# ---- block 1 ----
File: src/rtl/serdes_link_trainer_pkg.sv
// Shared types, defaults and helpers for the SerDes receive-path link trainer.
package serdes_link_trainer_pkg;

    typedef enum logic [3:0] {
        ST_IDLE,
        ST_WAIT_LOCK,
        ST_START,
        ST_WAIT_RDY,
        ST_CHECK,
        ST_SLIP,
        ST_STEP,
        ST_SETTLE,
        ST_DONE,
        ST_FAIL
    } state_t;

    localparam logic [3:0] DEF_PATTERN    = 4'b0011;
    localparam int         DEF_NUM_PHASES = 8;
    localparam int         DEF_LOCK_WAIT  = 1024;
    localparam int         DEF_TIMEOUT    = 65535;
    localparam int         DEF_SETTLE     = 16;
    localparam int         DEF_WINDOW     = 64;
    localparam int         DEF_STEP_PW    = 4;
    localparam logic [1:0] DEF_PHASE_SEL  = 2'd1;

    // Bits needed for a counter running 0..n-1 (never less than one bit).
    function automatic int cnt_width(input int n);
        return (n <= 2) ? 1 : $clog2(n);
    endfunction

    function automatic logic is_busy(input state_t s);
        return !(s inside {ST_IDLE, ST_DONE, ST_FAIL});
    endfunction

endpackage

File: src/rtl/serdes_pulse_gen.sv
// Fixed-width pulse generator: start launches a WIDTH-cycle registered pulse,
// abort kills it (and any pending count) on the next edge.
module serdes_pulse_gen
    import serdes_link_trainer_pkg::*;
#(
    parameter int WIDTH = 4
) (
    input  logic clk,
    input  logic rst_n,
    input  logic start,
    input  logic abort,
    output logic pulse,
    output logic last
);

    localparam int CW = cnt_width(WIDTH);

    logic [CW-1:0] cnt_reg;
    logic          pulse_reg;

    always_ff @(posedge clk or negedge rst_n) begin
        if (!rst_n) begin
            cnt_reg   <= '0;
            pulse_reg <= 1'b0;
        end else if (abort) begin
            cnt_reg   <= '0;
            pulse_reg <= 1'b0;
        end else if (start) begin
            cnt_reg   <= CW'(WIDTH - 1);
            pulse_reg <= 1'b1;
        end else if (pulse_reg) begin
            if (cnt_reg == '0)
                pulse_reg <= 1'b0;
            else
                cnt_reg <= cnt_reg - 1'b1;
        end
    end

    assign pulse = pulse_reg;
    assign last  = pulse_reg && (cnt_reg == '0);

endmodule

File: src/rtl/serdes_link_trainer.sv
// Receive-path bring-up: PLL lock qualification, IDDR start, then a slip/phase
// search until the training word is seen for a full window.
module serdes_link_trainer
    import serdes_link_trainer_pkg::*;
#(
    parameter logic [3:0] PATTERN    = DEF_PATTERN,
    parameter int         NUM_PHASES = DEF_NUM_PHASES,
    parameter int         LOCK_WAIT  = DEF_LOCK_WAIT,
    parameter int         TIMEOUT    = DEF_TIMEOUT,
    parameter int         SETTLE     = DEF_SETTLE,
    parameter int         WINDOW     = DEF_WINDOW,
    parameter int         STEP_PW    = DEF_STEP_PW,
    parameter logic [1:0] PHASE_SEL  = DEF_PHASE_SEL
) (
    input  logic       clk,
    input  logic       rst_n,
    input  logic       train_req,
    input  logic       pll_lock,
    input  logic       iddr_ready,
    input  logic [3:0] iddr_q,
    output logic       iddr_start,
    output logic       iddr_alignwd,
    output logic [1:0] pll_phasesel,
    output logic       pll_phasedir,
    output logic       pll_phasestep,
    output logic       pll_phaseloadreg,
    output logic       busy,
    output logic       done,
    output logic       fail,
    output logic       lock_lost,
    output logic [3:0] phase_idx,
    output logic [1:0] slip_cnt
);

    localparam int LW_W  = cnt_width(LOCK_WAIT);
    localparam int TO_W  = cnt_width(TIMEOUT);
    localparam int CNT_N = (SETTLE > WINDOW) ? SETTLE : WINDOW;
    localparam int CN_W  = cnt_width(CNT_N);

    localparam logic [LW_W-1:0] LOCK_LAST   = LW_W'(LOCK_WAIT - 1);
    localparam logic [TO_W-1:0] TO_LAST     = TO_W'(TIMEOUT - 1);
    localparam logic [CN_W-1:0] SETTLE_LAST = CN_W'(SETTLE - 1);
    localparam logic [CN_W-1:0] WINDOW_LAST = CN_W'(WINDOW - 1);
    localparam logic [3:0]      PHASE_LAST  = 4'(NUM_PHASES - 1);

    state_t          state_reg, state_next;
    logic [LW_W-1:0] lock_cnt_reg, lock_cnt_next;
    logic [TO_W-1:0] tmo_cnt_reg, tmo_cnt_next;
    logic [CN_W-1:0] cnt_reg, cnt_next;        // settle timer, then match counter
    logic [3:0]      phase_reg, phase_next;
    logic [1:0]      slip_reg, slip_next;
    logic            step_start, step_abort, step_last;
    logic            start_reg, alignwd_reg, busy_reg, done_reg, fail_reg, lost_reg;

    always_comb begin
        state_next    = state_reg;
        lock_cnt_next = lock_cnt_reg;
        tmo_cnt_next  = tmo_cnt_reg;
        cnt_next      = cnt_reg;
        phase_next    = phase_reg;
        slip_next     = slip_reg;

        if (!is_busy(state_reg)) begin
            // Lock loss in DONE restarts exactly like a fresh request.
            if (train_req || (state_reg == ST_DONE && !pll_lock)) begin
                state_next    = ST_WAIT_LOCK;
                lock_cnt_next = '0;
                tmo_cnt_next  = '0;
                cnt_next      = '0;
                phase_next    = '0;
                slip_next     = '0;
            end
        end else if (!pll_lock && state_reg != ST_WAIT_LOCK) begin
            state_next    = ST_WAIT_LOCK;
            lock_cnt_next = '0;
            tmo_cnt_next  = '0;
            cnt_next      = '0;
        end else begin
            case (state_reg)
                ST_WAIT_LOCK: begin
                    if (pll_lock && lock_cnt_reg == LOCK_LAST) begin
                        state_next = ST_START;
                    end else if (tmo_cnt_reg == TO_LAST) begin
                        state_next = ST_FAIL;
                    end else begin
                        tmo_cnt_next  = tmo_cnt_reg + 1'b1;
                        lock_cnt_next = pll_lock ? lock_cnt_reg + 1'b1 : '0;
                    end
                end
                ST_START: begin
                    state_next   = ST_WAIT_RDY;
                    tmo_cnt_next = '0;
                end
                ST_WAIT_RDY: begin
                    if (iddr_ready) begin
                        state_next = ST_SETTLE;
                        cnt_next   = '0;
                    end else if (tmo_cnt_reg == TO_LAST) begin
                        state_next = ST_FAIL;
                    end else begin
                        tmo_cnt_next = tmo_cnt_reg + 1'b1;
                    end
                end
                ST_SETTLE: begin
                    if (cnt_reg == SETTLE_LAST) begin
                        state_next = ST_CHECK;
                        cnt_next   = '0;
                    end else begin
                        cnt_next = cnt_reg + 1'b1;
                    end
                end
                ST_CHECK: begin
                    if (iddr_q == PATTERN) begin
                        if (cnt_reg == WINDOW_LAST)
                            state_next = ST_DONE;
                        else
                            cnt_next = cnt_reg + 1'b1;
                    end else if (slip_reg != 2'd3) begin
                        state_next = ST_SLIP;
                    end else if (phase_reg != PHASE_LAST) begin
                        state_next = ST_STEP;
                    end else begin
                        state_next = ST_FAIL;
                    end
                end
                ST_SLIP: begin
                    slip_next  = slip_reg + 1'b1;
                    state_next = ST_SETTLE;
                    cnt_next   = '0;
                end
                ST_STEP: begin
                    if (step_last) begin
                        phase_next = phase_reg + 1'b1;
                        slip_next  = '0;
                        state_next = ST_SETTLE;
                        cnt_next   = '0;
                    end
                end
                default: state_next = ST_IDLE;
            endcase
        end
    end

    // Pulse generator follows the STEP state; leaving STEP for any reason kills it.
    assign step_start = (state_next == ST_STEP) && (state_reg != ST_STEP);
    assign step_abort = (state_next != ST_STEP);

    serdes_pulse_gen #(
        .WIDTH (STEP_PW)
    ) u_step_pulse (
        .clk   (clk),
        .rst_n (rst_n),
        .start (step_start),
        .abort (step_abort),
        .pulse (pll_phasestep),
        .last  (step_last)
    );

    always_ff @(posedge clk or negedge rst_n) begin
        if (!rst_n) begin
            state_reg    <= ST_IDLE;
            lock_cnt_reg <= '0;
            tmo_cnt_reg  <= '0;
            cnt_reg      <= '0;
            phase_reg    <= '0;
            slip_reg     <= '0;
            start_reg    <= 1'b0;
            alignwd_reg  <= 1'b0;
            busy_reg     <= 1'b0;
            done_reg     <= 1'b0;
            fail_reg     <= 1'b0;
            lost_reg     <= 1'b0;
        end else begin
            state_reg    <= state_next;
            lock_cnt_reg <= lock_cnt_next;
            tmo_cnt_reg  <= tmo_cnt_next;
            cnt_reg      <= cnt_next;
            phase_reg    <= phase_next;
            slip_reg     <= slip_next;
            start_reg    <= (state_next == ST_START);
            alignwd_reg  <= (state_next == ST_SLIP);
            busy_reg     <= is_busy(state_next);
            done_reg     <= (state_next == ST_DONE);
            fail_reg     <= (state_next == ST_FAIL);
            lost_reg     <= (state_reg == ST_DONE) && !pll_lock;
        end
    end

    assign iddr_start       = start_reg;
    assign iddr_alignwd     = alignwd_reg;
    assign pll_phasesel     = PHASE_SEL;
    assign pll_phasedir     = 1'b0;
    assign pll_phaseloadreg = 1'b0;
    assign busy             = busy_reg;
    assign done             = done_reg;
    assign fail             = fail_reg;
    assign lock_lost        = lost_reg;
    assign phase_idx        = phase_reg;
    assign slip_cnt         = slip_reg;

endmodule

File: config.mk
export PLATFORM = sky130hd
export DESIGN_NAME = serdes_link_trainer
export DESIGN_NICKNAME = d
export VERILOG_FILES = /design/src/rtl/serdes_link_trainer_pkg.sv /design/src/rtl/serdes_pulse_gen.sv /design/src/rtl/serdes_link_trainer.sv
export SDC_FILE = /design/constraint.sdc
export NUM_CORES = 1
export LEC_CHECK = 0
export CORE_ASPECT_RATIO = 2
export CORE_MARGIN = 1
export CORE_UTILIZATION = 40
export CTS_CLUSTER_SIZE = 30
export DETAILED_ROUTE_END_ITERATION = 7
export SYNTH_ARGS = -nofsm -noshare
export SYNTH_HDL_FRONTEND = slang
export SYNTH_SLANG_ARGS = --single-unit
File: constraint.sdc
create_clock -name clk -period 3.5 [get_ports clk]
set_input_delay 0.35 -clock clk [delete_from_list [all_inputs] [get_ports clk]]
set_output_delay 0.35 -clock clk [all_outputs]
set_load 0.1 [all_outputs]
Figure 1. Gate-type map (block 1).
Scale: 4 px per micron.
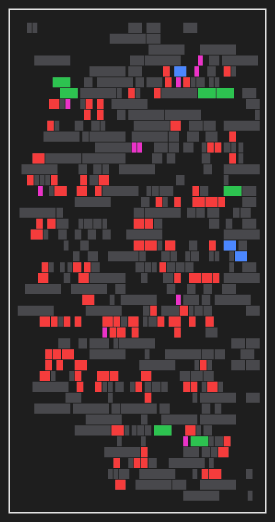
legend:
  red:
    family: inverting AOI/OAI gates
    cells: 98
    where: all over the die
  magenta:
    family: inverters
    cells: 10
  blue:
    family: XOR/XNOR gates
    cells: 3
  green:
    family: adder and majority cells
    cells: 7
    where: all over the die

Figure 2. Zoomed window (block 1).
Region (12, 68) to (52, 108) microns. Cells in gray, sequential cells in the stronger gray; small squares are vias.
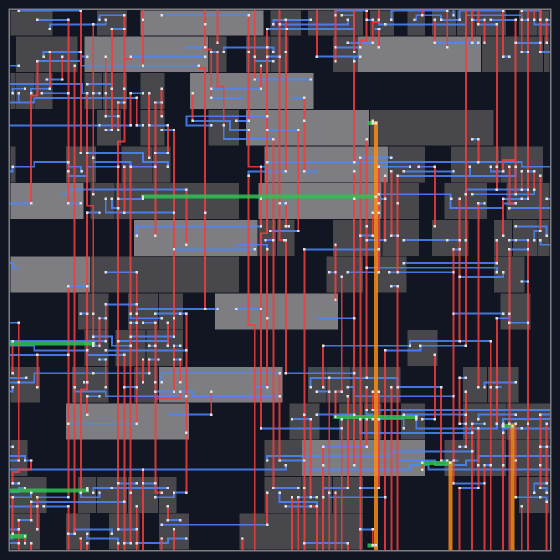
legend:
  green:
    layer: metal 3
  orange:
    layer: metal 4
  red:
    layer: metal 2
  blue:
    layer: metal 1
netlist names of flops here include: tmo_cnt_reg (6), state_reg (4)
most frequent: dfrtp_1 (14), nor2_1 (9), o21ai_0 (9)
sequential cells in the window: 14
cells with their middle in the window: 104

Figure 3. Where the registers sit (block 1).
Scale: 4 px per micron.
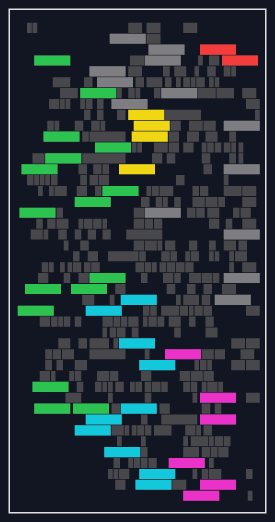
legend:
  red:
    signal: slip_cnt
    flops: 2
  green:
    signal: tmo_cnt_reg
    flops: 16
  magenta:
    signal: cnt_reg
    flops: 6
    where: bottom right
  yellow:
    signal: state_reg
    flops: 4
    where: top middle
  cyan:
    signal: lock_cnt_reg
    flops: 10
    where: bottom middle

==> summary.txt <==
Post-route DRC - 0
min Tclk post-route - 2.62 ns
NumNets Final - 387
Logic cell area - 1650 sq um
drt wl/cell - 16.2 microns
first-pass GRT wire length - 12400 microns
switching power - 0.000913 W
Rows - 44
Seq area share - 36.3%
Worst EP required - 3.71 ns
die span in y - 126 microns
ys flop type - dfrtp_1
combinational gates - 274
Hold-fix buffers, CTS - 0
R2R Path End - lock_cnt_reg[4]$_DFFE_PN0P_
worst vdd ir - 0.288 mV
Setup CP Type - flop to flop
post-synthesis area per instance - 8.67 sq um
post-route cell area - 3510 sq um
placed cell area - 3340 sq um
status - complete, no violations
flop count - 51
initial antenna violation count - 0
slowest CP cell - or4b_1
Latency at later pin - 0.30 ns
==> metrics by stage <==
| step | std cells | setup WS [ns] | total power (W) | hold slack (ns) | utilization, % |
|---|---|---|---|---|---|
| floorplan | 354 | 0.954 | 0.00137 | 0.0544 | - |
| global placement | 456 | 0.726 | 0.00159 | 0.489 | 45.6 |
| detailed placement | 456 | 0.667 | 0.00160 | 0.492 | 45.6 |
| CTS | 464 | 0.857 | 0.00219 | 0.195 | 48.0 |
| global route | 464 | 0.719 | 0.00230 | 0.231 | 48.0 |
| finish | 464 | 0.877 | 0.00217 | 0.157 | 48.0 |

# ---- block 2 ----
Figure 4. Metal 2 (block 2).
Scale: 2 px per micron.
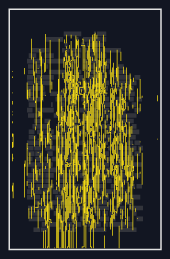
Figure 5. Zoomed window (block 2).
Region (18, 64) to (58, 104) microns. Cells in gray, sequential cells in the stronger gray; small squares are vias.
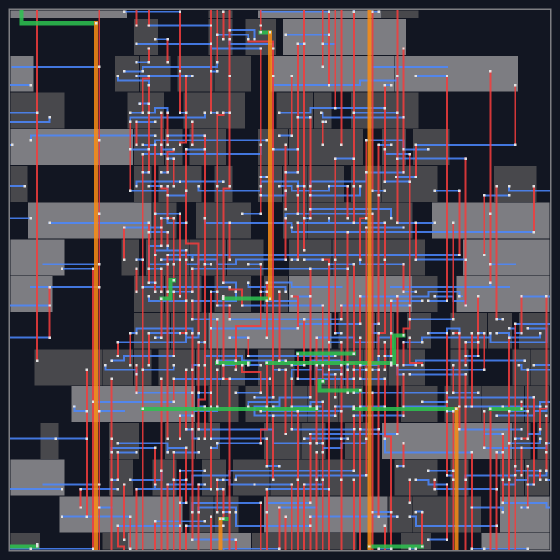
`config.mk`:
```
export PLATFORM = sky130hd
export DESIGN_NAME = result_drain
export DESIGN_NICKNAME = d
export VERILOG_FILES = /design/src/rtl/result_drain.sv
export SDC_FILE = /design/constraint.sdc
export NUM_CORES = 1
export LEC_CHECK = 0
export CORE_ASPECT_RATIO = 1.75
export CORE_MARGIN = 8
export CORE_UTILIZATION = 46
export CTS_CLUSTER_SIZE = 20
export DETAILED_ROUTE_END_ITERATION = 7
export HOLD_SLACK_MARGIN = 0.03
export PLACE_DENSITY = 0.76
export SYNTH_ARGS = -nofsm -noshare
export SYNTH_HDL_FRONTEND = slang
export SYNTH_SLANG_ARGS = --single-unit
export TNS_END_PERCENT = 10
```
`constraint.sdc`:
```
create_clock -name clock -period 1.9 [get_ports clock]
set_clock_uncertainty 0.2 [all_clocks]
set_input_delay 0.475 -clock clock [delete_from_list [all_inputs] [get_ports clock]]
set_output_delay 0.475 -clock clock [all_outputs]
set_load 0.01 [all_outputs]
```
`src/rtl/result_drain.sv`:
```
// result_drain: gathers the four core finish flags, then sweeps the result
// region of data memory through one read port and streams it out.
module result_drain #(
  parameter int unsigned       ADDR_W    = 16,
  parameter int unsigned       DATA_W    = 16,
  parameter logic [ADDR_W-1:0] BASE_ADDR = ADDR_W'(32),
  parameter int unsigned       NUM_WORDS = 16
) (
  input  logic              clock,
  input  logic              reset_n,
  input  logic              start_process,
  input  logic              end_process_a,
  input  logic              end_process_b,
  input  logic              end_process_c,
  input  logic              end_process_d,
  output logic              mem_rd_en,
  output logic [ADDR_W-1:0] mem_addr,
  input  logic [DATA_W-1:0] mem_data,
  output logic [DATA_W-1:0] out_data,
  output logic              out_valid,
  input  logic              out_ready,
  output logic              out_last,
  output logic              busy,
  output logic              done
);

  typedef enum logic [2:0] {
    S_IDLE,
    S_ISSUE,
    S_CAPTURE,
    S_HOLD,
    S_DONE
  } state_t;

  // NUM_WORDS = 2^ADDR_W folds to an all-ones start count
  localparam logic [ADDR_W-1:0] CNT_INIT =
    ADDR_W'(NUM_WORDS - 1);

  state_t              state_q, state_d;
  logic [3:0]          fin_q, fin_d;
  logic [ADDR_W-1:0]   addr_q, addr_d;
  logic [ADDR_W-1:0]   cnt_q, cnt_d;
  logic [DATA_W-1:0]   data_q, data_d;
  logic                vld_q, vld_d;
  logic                last_q, last_d;
  logic                rest;

  assign rest = (state_q == S_IDLE) ||
                (state_q == S_DONE);

  always_ff @(posedge clock or negedge reset_n) begin
    if (!reset_n) begin
      state_q <= S_IDLE;
      fin_q   <= '0;
      addr_q  <= '0;
      cnt_q   <= '0;
      data_q  <= '0;
      vld_q   <= 1'b0;
      last_q  <= 1'b0;
    end else begin
      state_q <= state_d;
      fin_q   <= fin_d;
      addr_q  <= addr_d;
      cnt_q   <= cnt_d;
      data_q  <= data_d;
      vld_q   <= vld_d;
      last_q  <= last_d;
    end
  end

  // clear beats set when both land on the same cycle
  always_comb begin
    fin_d = fin_q;
    if (!start_process) begin
      fin_d = fin_q | {end_process_d, end_process_c,
                       end_process_b, end_process_a};
    end
    if (start_process && rest) begin
      fin_d = '0;
    end
  end

  always_comb begin
    state_d = state_q;
    addr_d  = addr_q;
    cnt_d   = cnt_q;
    data_d  = data_q;
    vld_d   = vld_q;
    last_d  = last_q;
    unique case (state_q)
      S_IDLE: begin
        if (&fin_q && !start_process) begin
          addr_d  = BASE_ADDR;
          cnt_d   = CNT_INIT;
          state_d = S_ISSUE;
        end
      end
      S_ISSUE: begin
        state_d = S_CAPTURE;
      end
      S_CAPTURE: begin
        data_d  = mem_data;
        vld_d   = 1'b1;
        last_d  = (cnt_q == '0);
        state_d = S_HOLD;
      end
      S_HOLD: begin
        if (out_ready) begin
          vld_d  = 1'b0;
          last_d = 1'b0;
          if (last_q) begin
            state_d = S_DONE;
          end else begin
            addr_d  = addr_q + 1'b1;
            cnt_d   = cnt_q - 1'b1;
            state_d = S_ISSUE;
          end
        end
      end
      S_DONE: begin
        if (start_process) begin
          state_d = S_IDLE;
        end
      end
      default: begin
        state_d = S_IDLE;
      end
    endcase
  end

  always_comb begin
    mem_rd_en = (state_q == S_ISSUE);
    busy      = (state_q == S_ISSUE)   ||
                (state_q == S_CAPTURE) ||
                (state_q == S_HOLD);
    done      = (state_q == S_DONE);
  end

  assign mem_addr  = addr_q;
  assign out_data  = data_q;
  assign out_valid = vld_q;
  assign out_last  = last_q;

endmodule

```
==> summary.txt <==
Reg2Reg Depth - 7
Seq area share - 33.8%
Filler cells - 458
Reg2Reg Launch Point - state_q[0]$_DFFE_PN0P_
status - finished, violations left
Net Count, Synth - 300
Pleak - 1.96 nW
CTS tree - built
Yosys chip area - 2810 sq um
HP Start - out_valid$_DFFE_PN0P_
top layer reached by signal wires - met4
Antenna Cells - 0
Largest stage delay, worst path - 0.45 ns
Post-CTS Resized - 60
Worst Setup Slack, final - -0.0854 ns
Logic family by area - simple AND/OR/NAND/NOR gates
violated checks - negative setup slack
EDFF count, synth - 0
Setup-failing EPs final - 13
switching power - 0.00202 W
flop count - 57
Notes on Figure 4 above:
wire length on this layer: 4420 microns
nets with wire on the layer: 384
share of all routed wire: 54%
main direction: vertical
longest straight run: 57.1 microns

Notes on Figure 5 above:
legend:
  orange:
    layer: metal 4
  red:
    layer: metal 2
  green:
    layer: metal 3
  blue:
    layer: metal 1
sequential cells in the window: 14
most frequent: buf_4 (16), dfrtp_1 (13)
netlist names of flops here include: cnt_q (10), mem_addr (4)
cells with their middle in the window: 112

[sequential cells by signal (all words and copies together), names as in the netlist]
signal / flops
cnt_q: 16
fin_q: 4
mem_addr: 16
out_data: 16
out_last: 1
out_valid: 1
state_q: 3
[per-stage QoR]
step	worst slack [ns]	setup TNS [ns]	cells	area (sq um)
3_3_place_gp	-0.358	-9.32	452	3890
6_report	-0.0854	-0.383	478	4230
3_5_place_dp	-0.427	-10.47	452	3890
5_1_grt	-0.178	-3.02	478	4230
2_1_floorplan	0.00266	0	274	2820
4_1_cts	-0.0674	-0.547	472	4110

# ---- block 3 ----
Figure 6. Routing congestion (block 3).
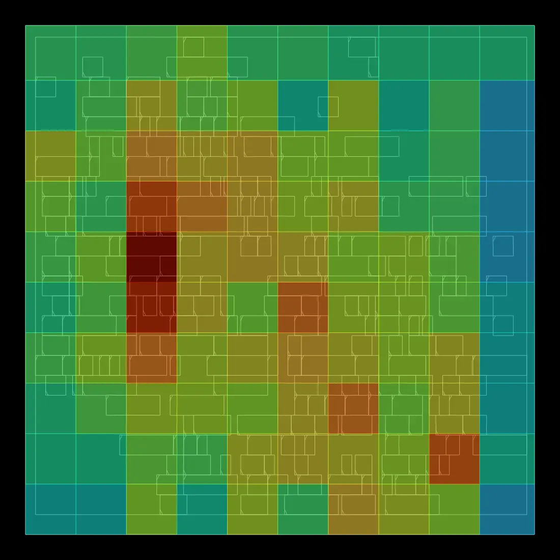
File: config.mk
export PLATFORM = sky130hd
export DESIGN_NAME = pulse_cdc_arbiter
export DESIGN_NICKNAME = d
export VERILOG_FILES = /design/src/rtl/pulse_cdc_arb_pkg.sv /design/src/rtl/pulse_cdc_arbiter_rr_arbiter.sv /design/src/rtl/pulse_cdc_arbiter.sv
export SDC_FILE = /design/constraint.sdc
export NUM_CORES = 1
export LEC_CHECK = 0
export CAP_MARGIN = 10
export CORE_UTILIZATION = 40
export DETAILED_ROUTE_END_ITERATION = 7
export MAX_ROUTING_LAYER = met4
export PLACE_DENSITY_LB_ADDON = 0.3
export SETUP_SLACK_MARGIN = 0.2
export SYNTH_ARGS = -nofsm -noshare
export SYNTH_HDL_FRONTEND = slang
export SYNTH_HIERARCHICAL = 1
export SYNTH_SLANG_ARGS = --single-unit
File: constraint.sdc
create_clock -name clk -period 3.1 [get_ports clk]
set_input_delay 0.465 -clock clk [delete_from_list [all_inputs] [get_ports clk]]
set_output_delay 0.465 -clock clk [all_outputs]
set_load 0.1 [all_outputs]
File: src/rtl/pulse_cdc_arb_pkg.sv
`default_nettype none
// ============================================================================
// Module      : pulse_cdc_arb_pkg
// Description : Shared FSM encodings and sizing helpers for pulse_cdc_arbiter.
// Revision    : 1.0 - initial release
// ============================================================================
package pulse_cdc_arb_pkg;

    // Handshake FSM encodings
    localparam int         c_ST_W      = 2;
    localparam logic [1:0] c_ST_IDLE   = 2'd0;
    localparam logic [1:0] c_ST_LAUNCH = 2'd1;
    localparam logic [1:0] c_ST_ARM    = 2'd2;
    localparam logic [1:0] c_ST_DRAIN  = 2'd3;

    // Width of a counter that must hold the value 0..timeout (at least 1 bit)
    function automatic int tmo_cnt_w(input int timeout);
        if (timeout < 1) begin
            return 1;
        end
        return $clog2(timeout + 1);
    endfunction

endpackage
`default_nettype wire

File: src/rtl/pulse_cdc_arbiter_rr_arbiter.sv
`default_nettype none
// ============================================================================
// Module      : rr_arbiter
// Description : Combinational round-robin picker. Searches the request vector
//               starting at i_ptr and wrapping modulo NUM_REQ; returns the
//               first hit as both one-hot and index.
// Revision    : 1.0 - initial release
// ============================================================================
module rr_arbiter #(
    parameter int NUM_REQ = 4,
    parameter int ID_W    = 2
) (
    input  logic [NUM_REQ-1:0] i_req,
    input  logic [ID_W-1:0]    i_ptr,
    output logic [NUM_REQ-1:0] o_gnt,
    output logic [ID_W-1:0]    o_gnt_idx,
    output logic               o_any
);

    logic [ID_W:0]   w_sum;
    logic [ID_W-1:0] w_pos;
    logic            w_found;

    // Walk the requesters from the pointer, wrapping once, and keep the first hit
    always_comb begin
        o_gnt     = '0;
        o_gnt_idx = '0;
        w_found   = 1'b0;
        w_sum     = '0;
        w_pos     = '0;
        for (int k = 0; k < NUM_REQ; k++) begin
            w_sum = {1'b0, i_ptr} + (ID_W+1)'(k);
            if (w_sum >= (ID_W+1)'(NUM_REQ)) begin
                w_sum = w_sum - (ID_W+1)'(NUM_REQ);
            end
            w_pos = w_sum[ID_W-1:0];
            if (!w_found && i_req[w_pos]) begin
                w_found      = 1'b1;
                o_gnt[w_pos] = 1'b1;
                o_gnt_idx    = w_pos;
            end
        end
    end

    assign o_any = |i_req;

endmodule
`default_nettype wire

File: src/rtl/pulse_cdc_arbiter.sv
`default_nettype none
// ============================================================================
// Module      : pulse_cdc_arbiter
// Description : Shares one pulse-handshake CDC channel between NUM_REQ
//               source-domain requesters. Events are latched as pending,
//               granted round-robin, and launched one at a time with chan_id
//               held stable for the whole channel handshake.
// Revision    : 1.0 - initial release
// ============================================================================
module pulse_cdc_arbiter
    import pulse_cdc_arb_pkg::*;
#(
    parameter int NUM_REQ     = 4,
    parameter int RSP_TIMEOUT = 64
) (
    input  logic                       clk,
    input  logic                       rst,
    input  logic                       en,
    input  logic [NUM_REQ-1:0]         req_pulse,
    input  logic                       chan_busy,
    output logic                       chan_pulse,
    output logic [$clog2(NUM_REQ)-1:0] chan_id,
    output logic [NUM_REQ-1:0]         pend,
    output logic [NUM_REQ-1:0]         drop,
    input  logic [NUM_REQ-1:0]         drop_clr,
    output logic                       done_vld,
    output logic [$clog2(NUM_REQ)-1:0] done_id,
    output logic                       timeout_err,
    input  logic                       err_clr
);

    localparam int              ID_W      = $clog2(NUM_REQ);
    localparam int              CNT_W     = tmo_cnt_w(RSP_TIMEOUT);
    localparam logic [CNT_W-1:0] c_TMO_MAX = CNT_W'(RSP_TIMEOUT);
    localparam logic [ID_W-1:0]  c_LAST_ID = ID_W'(NUM_REQ - 1);
    localparam bit              c_TMO_EN  = (RSP_TIMEOUT != 0);

    logic [c_ST_W-1:0]  r_state;
    logic [NUM_REQ-1:0] r_pend;
    logic [NUM_REQ-1:0] r_drop;
    logic [NUM_REQ-1:0] r_gnt_oh;
    logic [ID_W-1:0]    r_rr_ptr;
    logic [ID_W-1:0]    r_chan_id;
    logic [ID_W-1:0]    r_done_id;
    logic [CNT_W-1:0]   r_tmo_cnt;
    logic               r_chan_pulse;
    logic               r_done_vld;
    logic               r_timeout_err;

    logic [NUM_REQ-1:0] w_gnt_oh;
    logic [ID_W-1:0]    w_gnt_idx;
    logic               w_any;
    logic [NUM_REQ-1:0] w_launch_oh;
    logic [CNT_W-1:0]   w_cnt_inc;
    logic               w_expire;
    logic               w_tmo_set;
    logic [ID_W-1:0]    w_rr_next;

    rr_arbiter #(
        .NUM_REQ (NUM_REQ),
        .ID_W    (ID_W)
    ) u_rr_arbiter (
        .i_req     (r_pend),
        .i_ptr     (r_rr_ptr),
        .o_gnt     (w_gnt_oh),
        .o_gnt_idx (w_gnt_idx),
        .o_any     (w_any)
    );

    // The launching requester is the one latched at grant time
    assign w_launch_oh = (r_state == c_ST_LAUNCH) ? r_gnt_oh : '0;
    assign w_rr_next   = (r_chan_id == c_LAST_ID) ? '0 : r_chan_id + ID_W'(1);

    // Counter saturates at the limit so it can never wrap back to zero
    assign w_cnt_inc = (r_tmo_cnt == c_TMO_MAX) ? r_tmo_cnt : r_tmo_cnt + CNT_W'(1);
    assign w_expire  = c_TMO_EN && (w_cnt_inc == c_TMO_MAX);

    // A timeout fires only when the awaited channel edge has not arrived
    assign w_tmo_set = w_expire &&
                       (((r_state == c_ST_ARM)   && !chan_busy) ||
                        ((r_state == c_ST_DRAIN) &&  chan_busy));

    // Pending and drop flags; a fresh event during its own launch re-arms pend
    always_ff @(posedge clk) begin
        if (rst) begin
            r_pend <= '0;
            r_drop <= '0;
        end else begin
            r_pend <= req_pulse | (r_pend & ~w_launch_oh);
            r_drop <= (req_pulse & r_pend & ~w_launch_oh) | (r_drop & ~drop_clr);
        end
    end

    // Sticky timeout error; a same-cycle timeout beats the clear
    always_ff @(posedge clk) begin
        if (rst) begin
            r_timeout_err <= 1'b0;
        end else begin
            r_timeout_err <= w_tmo_set | (r_timeout_err & ~err_clr);
        end
    end

    // Handshake FSM with grant, rr pointer, timeout counter and output pulses
    always_ff @(posedge clk) begin
        if (rst) begin
            r_state      <= c_ST_IDLE;
            r_gnt_oh     <= '0;
            r_rr_ptr     <= '0;
            r_chan_id    <= '0;
            r_done_id    <= '0;
            r_tmo_cnt    <= '0;
            r_chan_pulse <= 1'b0;
            r_done_vld   <= 1'b0;
        end else begin
            r_chan_pulse <= 1'b0;
            r_done_vld   <= 1'b0;
            case (r_state)
                c_ST_IDLE: begin
                    if (en && w_any && !chan_busy) begin
                        r_state      <= c_ST_LAUNCH;
                        r_chan_id    <= w_gnt_idx;
                        r_gnt_oh     <= w_gnt_oh;
                        r_chan_pulse <= 1'b1;
                    end
                end
                c_ST_LAUNCH: begin
                    r_rr_ptr  <= w_rr_next;
                    r_tmo_cnt <= '0;
                    r_state   <= c_ST_ARM;
                end
                c_ST_ARM: begin
                    if (chan_busy) begin
                        r_tmo_cnt <= '0;
                        r_state   <= c_ST_DRAIN;
                    end else if (w_expire) begin
                        r_state <= c_ST_IDLE;
                    end else begin
                        r_tmo_cnt <= w_cnt_inc;
                    end
                end
                c_ST_DRAIN: begin
                    if (!chan_busy) begin
                        r_done_vld <= 1'b1;
                        r_done_id  <= r_chan_id;
                        r_state    <= c_ST_IDLE;
                    end else if (w_expire) begin
                        r_state <= c_ST_IDLE;
                    end else begin
                        r_tmo_cnt <= w_cnt_inc;
                    end
                end
                default: begin
                    r_state <= c_ST_IDLE;
                end
            endcase
        end
    end

    assign chan_pulse  = r_chan_pulse;
    assign chan_id     = r_chan_id;
    assign pend        = r_pend;
    assign drop        = r_drop;
    assign done_vld    = r_done_vld;
    assign done_id     = r_done_id;
    assign timeout_err = r_timeout_err;

endmodule
`default_nettype wire

==> summary.txt <==
status - complete, no violations
Slew headroom - 54.9%
Buffers & Inverters on Critical Path - 1
worst setup path startpoint - r_rr_ptr[1]$_SDFFE_PP0N_
clock buffers - 7
top logic cells by instance count in the layout - nor2_1, dfxtp_1, buf_4
Synth Cell Area - 1830 sq um
slowest CP cell - dfxtp_1
R2R Setup Slk - 0.62 ns
buffering overhead - 11.5%
placed cell area - 2070 sq um
HP Class - flop to flop
Final period util - 80.1%
core area - 4380 sq um
I/O Buffers - 27
post-route cell area - 2160 sq um
Met2 Routed Length - 1710 microns
top layer reached by signal wires - met4
Final Skew - 0.00600 ns
Top cell area share - 32.9%
Synth Area in Adders - 6.02%
WL final - 3770 microns
max reg flops - 7
Biggest Area Class - logic gates
max cap viols - 0
Area contributors post-synth - dfxtp_1, nor2_1, ha_1
number of global-route vias before repair - 1382
Notes on Figure 6 above:
grt met2 use: 25.9%
GR peak layer: met2
M1 GR Usage: 21.2%
Global Route Usage Sum: 17.1%

worst max path at each step:
stage | to | slack [ns] | cells after the start
2_1_floorplan | chan_id[1]$_SDFFE_PP0P_ | 0.81 | 6
3_3_place_gp | r_gnt_oh[1]$_SDFFE_PP0P_ | 0.77 | 8
3_5_place_dp | r_gnt_oh[1]$_SDFFE_PP0P_ | 0.67 | 8
4_1_cts | r_gnt_oh[1]$_SDFFE_PP0P_ | 0.65 | 8
5_1_grt | r_gnt_oh[3]$_SDFFE_PP0P_ | 0.42 | 8
6_report | r_gnt_oh[1]$_SDFFE_PP0P_ | 0.62 | 8

# ---- block 4 ----
===== src/rtl/spi_pkg.sv =====
// Shared types for the parametrised SPI master.
//   spi_state_t : FSM state encoding (IDLE, SETUP, XFER, HOLD)
//   spi_mode_t  : transfer mode latched at command accept
//   cs_width    : chip-select index width, at least one bit
package spi_pkg;

  typedef enum logic [1:0] {
    IDLE  = 2'd0,
    SETUP = 2'd1,
    XFER  = 2'd2,
    HOLD  = 2'd3
  } spi_state_t;

  typedef struct packed {
    logic cpol;
    logic cpha;
    logic lsb_first;
  } spi_mode_t;

  function automatic int unsigned cs_width(input int unsigned n);
    return (n <= 1) ? 1 : $clog2(n);
  endfunction

endpackage


===== src/rtl/spi_clk_tick.sv =====
// SCLK half-period timer.
//   clk, rst  : system clock, synchronous active-high reset
//   clr       : synchronous counter clear (command accept)
//   en        : count enable (high outside IDLE)
//   half_tick : one-cycle pulse in the last cycle of each CLK_DIV-cycle period
module spi_clk_tick #(
  parameter int unsigned CLK_DIV = 50
) (
  input  logic clk,
  input  logic rst,
  input  logic clr,
  input  logic en,
  output logic half_tick
);

  localparam int unsigned   CW   = (CLK_DIV > 1) ? $clog2(CLK_DIV) : 1;
  localparam logic [CW-1:0] LAST = CW'(CLK_DIV - 1);

  logic [CW-1:0] cnt;

  always_ff @(posedge clk) begin
    if (rst || clr) begin
      cnt <= '0;
    end else if (en) begin
      cnt <= (cnt == LAST) ? '0 : cnt + 1'b1;
    end
  end

  assign half_tick = en && (cnt == LAST);

endmodule


===== src/rtl/spi_master_param.sv =====
// Parametrised SPI master with runtime CPOL/CPHA/bit order and one-hot chip selects.
//   clk, rst           : system clock, synchronous active-high reset
//   tx_valid/tx_ready  : command handshake, accept = tx_valid & tx_ready
//   tx_data, cs_sel    : word to send and slave index, latched at accept
//   cpol, cpha, lsb_first : transfer mode, latched at accept
//   rx_data, rx_valid  : received word and its one-cycle strobe
//   busy               : inverse of tx_ready
//   sclk, cs_n, mosi   : SPI outputs (registered); miso : SPI input
module spi_master_param
  import spi_pkg::*;
#(
  parameter  int unsigned DATA_W  = 8,
  parameter  int unsigned CLK_DIV = 50,
  parameter  int unsigned NUM_CS  = 1,
  localparam int unsigned CS_W    = cs_width(NUM_CS)
) (
  input  logic              clk,
  input  logic              rst,
  input  logic              tx_valid,
  output logic              tx_ready,
  input  logic [DATA_W-1:0] tx_data,
  input  logic [CS_W-1:0]   cs_sel,
  input  logic              cpol,
  input  logic              cpha,
  input  logic              lsb_first,
  output logic [DATA_W-1:0] rx_data,
  output logic              rx_valid,
  output logic              busy,
  output logic              sclk,
  output logic [NUM_CS-1:0] cs_n,
  output logic              mosi,
  input  logic              miso
);

  localparam int unsigned   EW        = $clog2(2 * DATA_W + 1);
  localparam logic [EW-1:0] LAST_EDGE = EW'(2 * DATA_W - 1);

  spi_state_t        state;
  spi_mode_t         mode;
  logic [DATA_W-1:0] tx_sr;
  logic [DATA_W-1:0] rx_sr;
  logic [EW-1:0]     edge_cnt;
  logic              half_tick;
  logic              accept;
  logic              leading;
  logic              last;
  logic              do_sample;
  logic              do_shift;

  function automatic logic head(input logic [DATA_W-1:0] w, input logic lsb);
    return lsb ? w[0] : w[DATA_W-1];
  endfunction

  function automatic logic [DATA_W-1:0] shift_out(input logic [DATA_W-1:0] w, input logic lsb);
    return lsb ? {1'b0, w[DATA_W-1:1]} : {w[DATA_W-2:0], 1'b0};
  endfunction

  function automatic logic [DATA_W-1:0] shift_in(input logic [DATA_W-1:0] w, input logic lsb,
                                                 input logic b);
    return lsb ? {b, w[DATA_W-1:1]} : {w[DATA_W-2:0], b};
  endfunction

  // Out-of-range indices match no line, so every select stays high.
  function automatic logic [NUM_CS-1:0] cs_decode(input logic [CS_W-1:0] sel);
    logic [NUM_CS-1:0] d;
    d = '1;
    for (int unsigned i = 0; i < NUM_CS; i++) begin
      if (32'(sel) == i) d[i] = 1'b0;
    end
    return d;
  endfunction

  assign accept = tx_valid && tx_ready;
  assign busy   = ~tx_ready;

  // Edge k = edge_cnt+1; odd k (even edge_cnt) is the leading edge.
  assign leading   = ~edge_cnt[0];
  assign last      = (edge_cnt == LAST_EDGE);
  assign do_sample = leading ? ~mode.cpha : mode.cpha;
  assign do_shift  = leading ? mode.cpha : (~mode.cpha && !last);

  spi_clk_tick #(.CLK_DIV(CLK_DIV)) u_tick (
    .clk       (clk),
    .rst       (rst),
    .clr       (accept),
    .en        (state != IDLE),
    .half_tick (half_tick)
  );

  always_ff @(posedge clk) begin
    if (rst) begin
      state    <= IDLE;
      mode     <= '0;
      tx_sr    <= '0;
      rx_sr    <= '0;
      edge_cnt <= '0;
      tx_ready <= 1'b1;
      sclk     <= 1'b0;
      cs_n     <= '1;
      mosi     <= 1'b0;
      rx_valid <= 1'b0;
      rx_data  <= '0;
    end else begin
      rx_valid <= 1'b0;
      case (state)
        IDLE: begin
          sclk <= cpol;
          mosi <= 1'b0;
          if (accept) begin
            state          <= SETUP;
            tx_ready       <= 1'b0;
            mode.cpol      <= cpol;
            mode.cpha      <= cpha;
            mode.lsb_first <= lsb_first;
            cs_n           <= cs_decode(cs_sel);
            edge_cnt       <= '0;
            rx_sr          <= '0;
            // cpha=0 presents the first bit during SETUP; cpha=1 waits for the leading edge.
            if (cpha) begin
              tx_sr <= tx_data;
            end else begin
              mosi  <= head(tx_data, lsb_first);
              tx_sr <= shift_out(tx_data, lsb_first);
            end
          end
        end
        SETUP: begin
          if (half_tick) state <= XFER;
        end
        XFER: begin
          if (half_tick) begin
            sclk     <= ~sclk;
            edge_cnt <= edge_cnt + 1'b1;
            if (do_sample) rx_sr <= shift_in(rx_sr, mode.lsb_first, miso);
            if (do_shift) begin
              mosi  <= head(tx_sr, mode.lsb_first);
              tx_sr <= shift_out(tx_sr, mode.lsb_first);
            end
            if (last) state <= HOLD;
          end
        end
        HOLD: begin
          if (half_tick) begin
            state    <= IDLE;
            cs_n     <= '1;
            rx_valid <= 1'b1;
            rx_data  <= rx_sr;
            tx_ready <= 1'b1;
            mosi     <= 1'b0;
          end
        end
        default: state <= IDLE;
      endcase
    end
  end

endmodule


===== config.mk =====
export PLATFORM = sky130hd
export DESIGN_NAME = spi_master_param
export DESIGN_NICKNAME = d
export VERILOG_FILES = /design/src/rtl/spi_pkg.sv /design/src/rtl/spi_clk_tick.sv /design/src/rtl/spi_master_param.sv
export SDC_FILE = /design/constraint.sdc
export NUM_CORES = 1
export LEC_CHECK = 0
export CAP_MARGIN = 20
export CORE_ASPECT_RATIO = 1.2
export CORE_MARGIN = 3
export CORE_UTILIZATION = 30
export DETAILED_ROUTE_END_ITERATION = 12
export PLACE_DENSITY = 0.44
export SLEW_MARGIN = 20
export SYNTH_ARGS = -nofsm -noshare
export SYNTH_HDL_FRONTEND = slang
export SYNTH_SLANG_ARGS = --single-unit

===== constraint.sdc =====
create_clock -name clk -period 2.56 [get_ports clk]
set_clock_uncertainty 0.15 [all_clocks]
set_input_delay 0.256 -clock clk [delete_from_list [all_inputs] [get_ports clk]]
set_output_delay 0.256 -clock clk [all_outputs]
set_load 0.01 [all_outputs]

Figure 7. Metal 2 (block 4).
Scale: 2 px per micron.
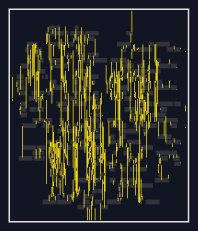
longest straight run: 38.8 microns
main direction: vertical

Figure 8. Where the registers sit (block 4).
Scale: 4 px per micron.
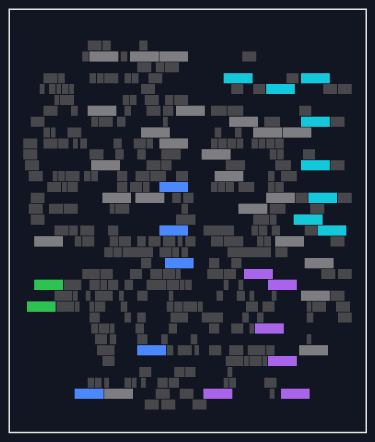
legend:
  blue:
    signal: edge_cnt
    flops: 5
  green:
    signal: state
    flops: 2
  cyan:
    signal: rx_data
    flops: 8
  purple:
    signal: u_tick.cnt
    flops: 6
    where: bottom right
not colored: 23

==> summary.txt <==
Reg2Reg Depth - 6
non-filler cells, final - 400
status - complete, no violations
DRT iter0 DRCs - 60
Placer Congestion - 0.771
setup TNS - 0 ns
WP depth - 6
clk slew on worst S/H paths - 0.09 ns
NumNets Final - 332
Reg2Reg Launch Point - state[0]$_SDFFE_PP0P_
CP top delay family - AND-OR/OR-AND gates
initial antenna violation count - 0
Post-CTS Resized - 0
postcts setup bufs - 0
Synth top cells by count - dfxtp_1, o21ai_0, a21oi_1, mux2i_1, nor2_1
drt wl/cell - 15.3 microns
min Tclk post-route - 2.41 ns
slowest CP cell - or4b_1
Fin. Hold Viols - 0
Logic pwr share - 44.7%
Post-route DRC - 0
WL final - 6140 microns
Pint - 0.00153 W
RSZ-0062 raised after global routing - no
Slew Limit Fails - 0
Final period util - 94.0%
## power groups by stage
stage | combinational, W | clock (W) | sequential (W)
4_1_cts | 0.00114 | 0.000582 | 0.000848
5_1_grt | 0.00126 | 0.000604 | 0.000862
6_report | 0.00114 | 0.000562 | 0.000844
3_5_place_dp | 0.00113 | 0 | 0.000862
2_1_floorplan | 0.000800 | 0 | 0.000842
3_3_place_gp | 0.00113 | 0 | 0.000862

# ---- block 5 ----
`config.mk`:
```
export PLATFORM = sky130hd
export DESIGN_NAME = ddr_pi_code_ramp
export DESIGN_NICKNAME = d
export VERILOG_FILES = /design/src/rtl/ddr_pi_code_ramp.sv
export SDC_FILE = /design/constraint.sdc
export NUM_CORES = 1
export LEC_CHECK = 0
export CORE_MARGIN = 2
export CORE_UTILIZATION = 46
export DETAILED_ROUTE_END_ITERATION = 8
export GPL_TIMING_DRIVEN = 0
export PLACE_DENSITY = 0.76
export SYNTH_ARGS = -nofsm -noshare
export SYNTH_HDL_FRONTEND = slang
export SYNTH_SLANG_ARGS = --single-unit
```
`constraint.sdc`:
```
create_clock -name i_clk -period 2.1 [get_ports i_clk]
set_clock_uncertainty 0.15 [all_clocks]
set_input_delay 0.315 -clock i_clk [delete_from_list [all_inputs] [get_ports i_clk]]
set_output_delay 0.315 -clock i_clk [all_outputs]
set_load 0.02 [all_outputs]
```
`src/rtl/ddr_pi_code_ramp.sv`:
```
// Drives the packed PI config word, slewing the code one LSB per step toward a requested target.
// Defining DDR_PI_RAMP_JUMP_EN adds i_jump, which loads the target in a single step.

module ddr_pi_code_ramp #(
    parameter int         PWIDTH     = 15,
    parameter int         SETTLE_W   = 4,
    parameter logic [5:0] RESET_CODE = 6'd0
) (
    input  logic                i_clk,
    input  logic                i_rst,
    input  logic                i_req_valid,
    output logic                o_req_ready,
    input  logic [5:0]          i_target_code,
    input  logic [3:0]          i_xcpl,
    input  logic [3:0]          i_gear,
    input  logic                i_ena,
    input  logic [SETTLE_W-1:0] i_settle_cycles,
`ifdef DDR_PI_RAMP_JUMP_EN
    input  logic                i_jump,
`endif
    output logic [PWIDTH-1:0]   o_pi_cfg,
    output logic                o_busy,
    output logic                o_done
);

    localparam logic [1:0] ST_IDLE   = 2'd0;
    localparam logic [1:0] ST_STEP   = 2'd1;
    localparam logic [1:0] ST_SETTLE = 2'd2;
    localparam logic [1:0] ST_DONE   = 2'd3;
    localparam int         CFG_W     = 15;

    typedef struct packed {
        logic [5:0]          target;
        logic [SETTLE_W-1:0] settle;
        logic                up;
    } req_t;

    logic [1:0]          state;
    logic [5:0]          code_q;
    logic [3:0]          xcpl_q;
    logic [3:0]          gear_q;
    logic                ena_q;
    req_t                req_q;
    logic [SETTLE_W-1:0] cnt_q;
    logic                last_q;
`ifdef DDR_PI_RAMP_JUMP_EN
    logic                jump_q;
`endif

    logic [5:0]          diff;
    logic [5:0]          step_code;
    logic [CFG_W-1:0]    cfg;

    // Direction is fixed at accept; modulo-64 distance of 32 resolves upward.
    always_comb begin
        diff      = i_target_code - code_q;
        step_code = req_q.up ? code_q + 6'd1 : code_q - 6'd1;
`ifdef DDR_PI_RAMP_JUMP_EN
        if (jump_q) step_code = req_q.target;
`endif
    end

    always_ff @(posedge i_clk) begin
        if (i_rst) begin
            state  <= ST_IDLE;
            code_q <= RESET_CODE;
            xcpl_q <= '0;
            gear_q <= '0;
            ena_q  <= 1'b0;
            req_q  <= '0;
            cnt_q  <= '0;
            last_q <= 1'b0;
`ifdef DDR_PI_RAMP_JUMP_EN
            jump_q <= 1'b0;
`endif
        end else begin
            ena_q <= i_ena;
            case (state)
                ST_IDLE: begin
                    if (i_req_valid) begin
                        req_q.target <= i_target_code;
                        req_q.settle <= i_settle_cycles;
                        req_q.up     <= (diff <= 6'd32);
                        xcpl_q       <= i_xcpl;
                        gear_q       <= i_gear;
                        last_q       <= 1'b0;
`ifdef DDR_PI_RAMP_JUMP_EN
                        jump_q       <= i_jump;
`endif
                        state        <= (diff == 6'd0) ? ST_DONE : ST_STEP;
                    end
                end
                ST_STEP: begin
                    code_q <= step_code;
                    last_q <= (step_code == req_q.target);
                    cnt_q  <= req_q.settle;
                    state  <= ST_SETTLE;
                end
                ST_SETTLE: begin
                    if (cnt_q == '0) state <= last_q ? ST_DONE : ST_STEP;
                    else             cnt_q <= cnt_q - 1'b1;
                end
                default: state <= ST_IDLE;
            endcase
        end
    end

    assign cfg         = {ena_q, gear_q, xcpl_q, code_q};
    assign o_pi_cfg    = PWIDTH'(cfg);
    assign o_req_ready = (state == ST_IDLE);
    assign o_busy      = (state == ST_STEP) || (state == ST_SETTLE);
    assign o_done      = (state == ST_DONE);

endmodule

```
Figure 9. Zoomed window (block 5).
Region (14, 28) to (54, 68) microns. Cells in gray, sequential cells in the stronger gray; small squares are vias.
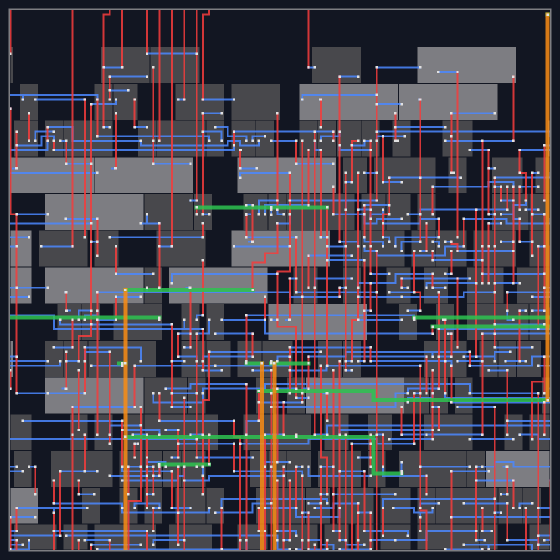
legend:
  orange:
    layer: metal 4
  red:
    layer: metal 2
  green:
    layer: metal 3
  blue:
    layer: metal 1
cells with their middle in the window: 144
sequential cells in the window: 14
netlist names of flops here include: req_q (6), cnt_q (3), gear_q (3)
most frequent: nand2_1 (27), a21oi_1 (23), dfxtp_1 (14)

Figure 10. Routing congestion (block 5).
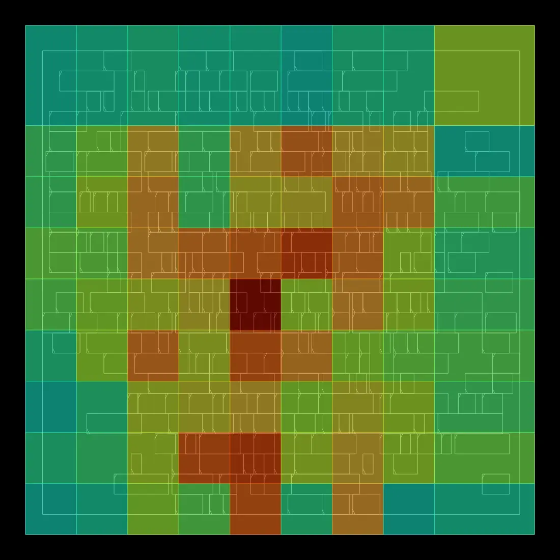
met3 Use GR: 5.19%
Final Util: 63.3%

## repair_timing
action	in CTS	in global routing
pin swaps	0	1
setup endpoints to repair	13	16
gates resized	9	11
buffers inserted	3	1
## critical path, stage by stage, from the launching register on
cell and delay (ns):
dfxtp_4 0.38, clkinvlp_4 0.15, ha_1 0.30, buf_4 0.16, xnor3_1 0.33, a2111o_1 0.40
o31ai_2 0.16
## report_power, final
group	switching [W]	internal (W)	total, W	leakage [nW]
combinational	0.00118	0.00102	0.00220	0.684
clock	0.000213	0.000225	0.000437	0.0410
sequential	0.000124	0.000781	0.000905	0.272
==> summary.txt <==
HPWL after detailed placement - 3160 microns
Setup-failing EPs final - 1
status - finished, violations left
WL final - 4630 microns
ANT nets after route - 0
Worst EP required - 2.14 ns
Met2 Routed Length - 2100 microns
violated checks - negative setup slack
cell taking the most area after synthesis - dfxtp_1
Rows - 23
HP Class - input port to flop
Worst Setup Slack, final - -0.0256 ns
EDFF count, synth - 0
Hold-fix buffers, CTS - 0
initial antenna violation count - 0

# ---- block 6 ----
Figure 11. Zoomed window (block 6).
Region (27, 46) to (67, 86) microns. Cells in gray, sequential cells in the stronger gray; small squares are vias.
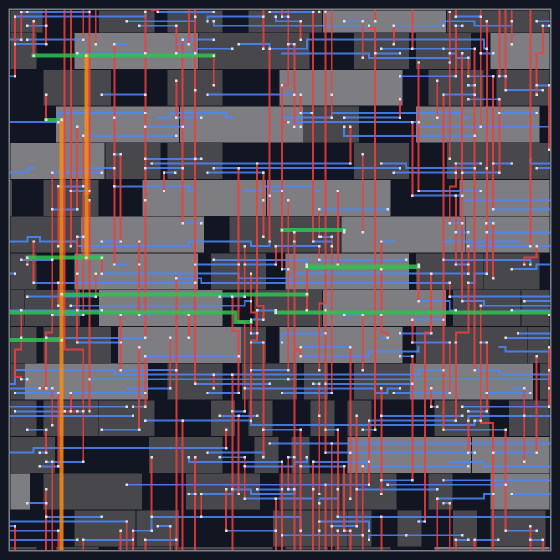
Figure 12. Where the registers sit (block 6).
Scale: 4 px per micron.
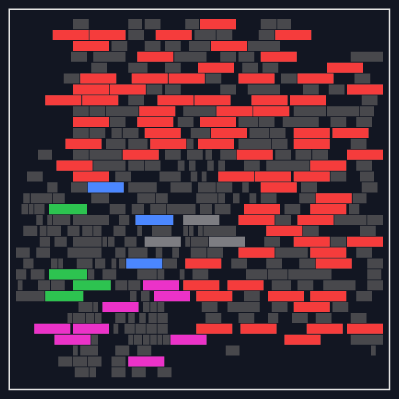
[config.mk]
export PLATFORM = sky130hd
export DESIGN_NAME = sum_result_fifo
export DESIGN_NICKNAME = d
export VERILOG_FILES = /design/src/rtl/adder_pkg.sv /design/src/rtl/sum_result_fifo.sv
export SDC_FILE = /design/constraint.sdc
export NUM_CORES = 1
export LEC_CHECK = 0
export CAP_MARGIN = 20
export CORE_UTILIZATION = 50
export DETAILED_ROUTE_END_ITERATION = 6
export PLACE_DENSITY = 0.76
export RECOVER_POWER = 100
export SYNTH_ARGS = -nofsm -noshare
export SYNTH_HDL_FRONTEND = slang
export SYNTH_SLANG_ARGS = --single-unit
[constraint.sdc]
create_clock -name clk -period 2.7 [get_ports clk]
set_input_delay 0.81 -clock clk [delete_from_list [all_inputs] [get_ports clk]]
set_output_delay 0.81 -clock clk [all_outputs]
set_load 0.05 [all_outputs]
[src/rtl/adder_pkg.sv]
// adder_pkg: shared widths and entry format for the expanded adder datapath.
package adder_pkg;
  localparam int SUM_W = 8;
  localparam logic [7:0] DROP_MAX = 8'hFF;
  typedef struct packed {
    logic carry;
    logic [SUM_W-1:0] sum;
  } sum_entry_t;
endpackage

[src/rtl/sum_result_fifo.sv]
// sum_result_fifo: first-word-fall-through capture FIFO for adder results.
// Results arriving while full are dropped and counted in a saturating counter.
module sum_result_fifo
  import adder_pkg::*;
#(
  parameter int DEPTH = 8,
  parameter int CNT_W = $clog2(DEPTH) + 1
) (
  input  logic             clk,
  input  logic             reset_n,
  input  logic             Data_ready,
  input  logic [SUM_W-1:0] Sum_result,
  input  logic             Sum_carry,
  input  logic             Out_ready,
  input  logic             Clr_stats,
  output logic             Out_valid,
  output logic [SUM_W-1:0] Out_sum,
  output logic             Out_carry,
  output logic [CNT_W-1:0] Fifo_count,
  output logic             Fifo_full,
  output logic             Fifo_empty,
  output logic [7:0]       Drop_count
);
  localparam int PW = $clog2(DEPTH);

  sum_entry_t       r_mem [DEPTH];
  logic [PW-1:0]    r_wptr, r_rptr;
  logic [CNT_W-1:0] r_count;
  logic [7:0]       r_drop;
  logic             w_full, w_empty, w_pop, w_push, w_drop;

  assign w_full  = r_count == CNT_W'(DEPTH);
  assign w_empty = r_count == '0;
  assign w_pop   = !w_empty && Out_ready;
  // A pop in the same cycle frees a slot, so a full FIFO can still accept.
  assign w_push  = Data_ready && (!w_full || w_pop);
  assign w_drop  = Data_ready && w_full && !w_pop;

  always_ff @(posedge clk or negedge reset_n) begin
    if (!reset_n) begin
      for (int i = 0; i < DEPTH; i++) r_mem[i] <= '0;
      r_wptr  <= '0;
      r_rptr  <= '0;
      r_count <= '0;
      r_drop  <= '0;
    end else begin
      if (w_push) begin
        r_mem[r_wptr] <= '{carry: Sum_carry, sum: Sum_result};
        r_wptr        <= r_wptr + PW'(1);
      end
      if (w_pop) r_rptr <= r_rptr + PW'(1);
      if (w_push && !w_pop) r_count <= r_count + CNT_W'(1);
      else if (w_pop && !w_push) r_count <= r_count - CNT_W'(1);
      if (Clr_stats) r_drop <= '0;
      else if (w_drop && r_drop != DROP_MAX) r_drop <= r_drop + 8'd1;
    end
  end

  assign Out_valid  = !w_empty;
  assign Out_sum    = r_mem[r_rptr].sum;
  assign Out_carry  = r_mem[r_rptr].carry;
  assign Fifo_count = r_count;
  assign Fifo_full  = w_full;
  assign Fifo_empty = w_empty;
  assign Drop_count = r_drop;
endmodule

==> summary.txt <==
status - finished, violations left
HP Start - r_mem[57]$_DFFE_PN0P_
worst-path fanout max - 7
Syn Inst Count - 283
max cap viols - 0
min Tclk post-route - 2.74 ns
asr flop ratio synth - 100%
# IOs - 38
Area contributors post-synth - dfrtp_1, mux2_2, mux4_2
Setup-failing EPs final - 9
buffering overhead - 11.3%
Antenna Cells - 0
clk slew on worst S/H paths - 0.09 ns
Reg2Reg Depth - 10
Post-route DRC - 0
CTS tree - built
worst vdd ir - 0.681 mV
Pleak - 2.23 nW
Placer Congestion - 0.739
post-route cell area - 5160 sq um
HPWL after detailed placement - 5810 microns
Worst Setup Slack, final - -0.0408 ns
violated checks - negative setup slack
Reg2Reg Launch Point - Fifo_count[1]$_DFFE_PN0P_
die span in y - 94.7 microns
Met2 Routed Length - 4320 microns
H-tree depth - 3
DR WL met3 - 251 microns
About Figure 11:
legend:
  green:
    layer: metal 3
  red:
    layer: metal 2
  orange:
    layer: metal 4
  blue:
    layer: metal 1
most frequent: dfrtp_1 (23), mux2_2 (20), clkbuf_2 (10)
cells with their middle in the window: 80
sequential cells in the window: 23
netlist names of flops here include: r_mem (23)

About Figure 12:
legend:
  blue:
    signal: r_rptr
    flops: 3
  magenta:
    signal: Drop_count
    flops: 8
  green:
    signal: Fifo_count
    flops: 4
  red:
    signal: r_mem
    flops: 72
    where: all over the die
not colored: 3

==> power by group <==
group | total (W) | switching [W] | internal [W]
Sequential | 0.00246 | 0.000482 | 0.00198
Combinational | 0.00349 | 0.00165 | 0.00183
Clock | 0.00103 | 0.000480 | 0.000548
==> sequential cells by signal (all words and copies together), names as in the netlist <==
signal / flops
r_rptr: 3
Fifo_count: 4
r_wptr: 3
r_mem: 72
Drop_count: 8


==> notes/layouts.md <==
Pictures saved along the way, in no particular order.

Gate-type map.
(a)
Scale: 4 px per micron.
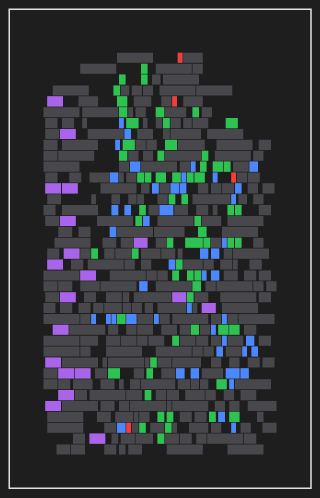
(b)
Scale: 4 px per micron.
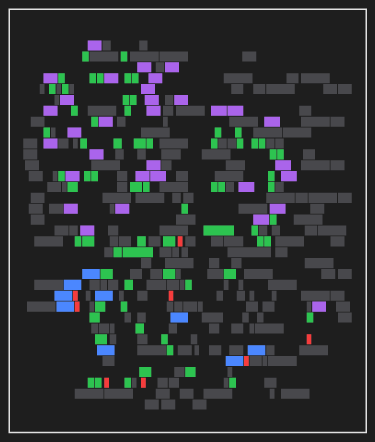
(c)
Scale: 6 px per micron.
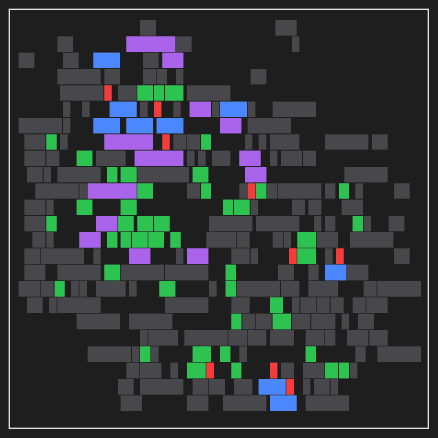
(d)
Scale: 6 px per micron.
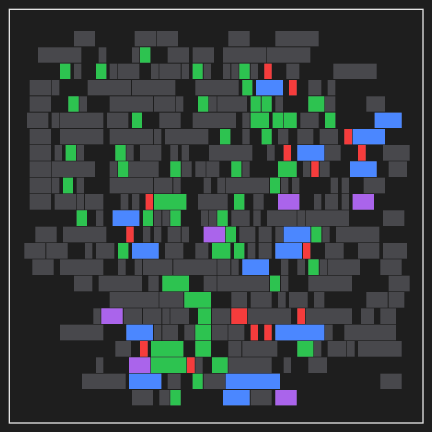
(e)
Scale: 4 px per micron.
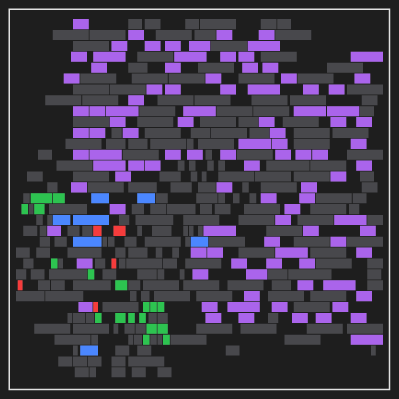
The one with the fewest cells is (c).
- block 3 = (c)
- block 5 = (d)
- block 4 = (b)
- block 2 = (a)
- block 6 = (e)

Key to (d):
legend:
  purple:
    family: multiplexers
    cells: 6
  green:
    family: inverting AOI/OAI gates
    cells: 50
  blue:
    family: adder and majority cells
    cells: 15
  red:
    family: inverters
    cells: 15

Power is estimated from default activity; no workload was simulated.
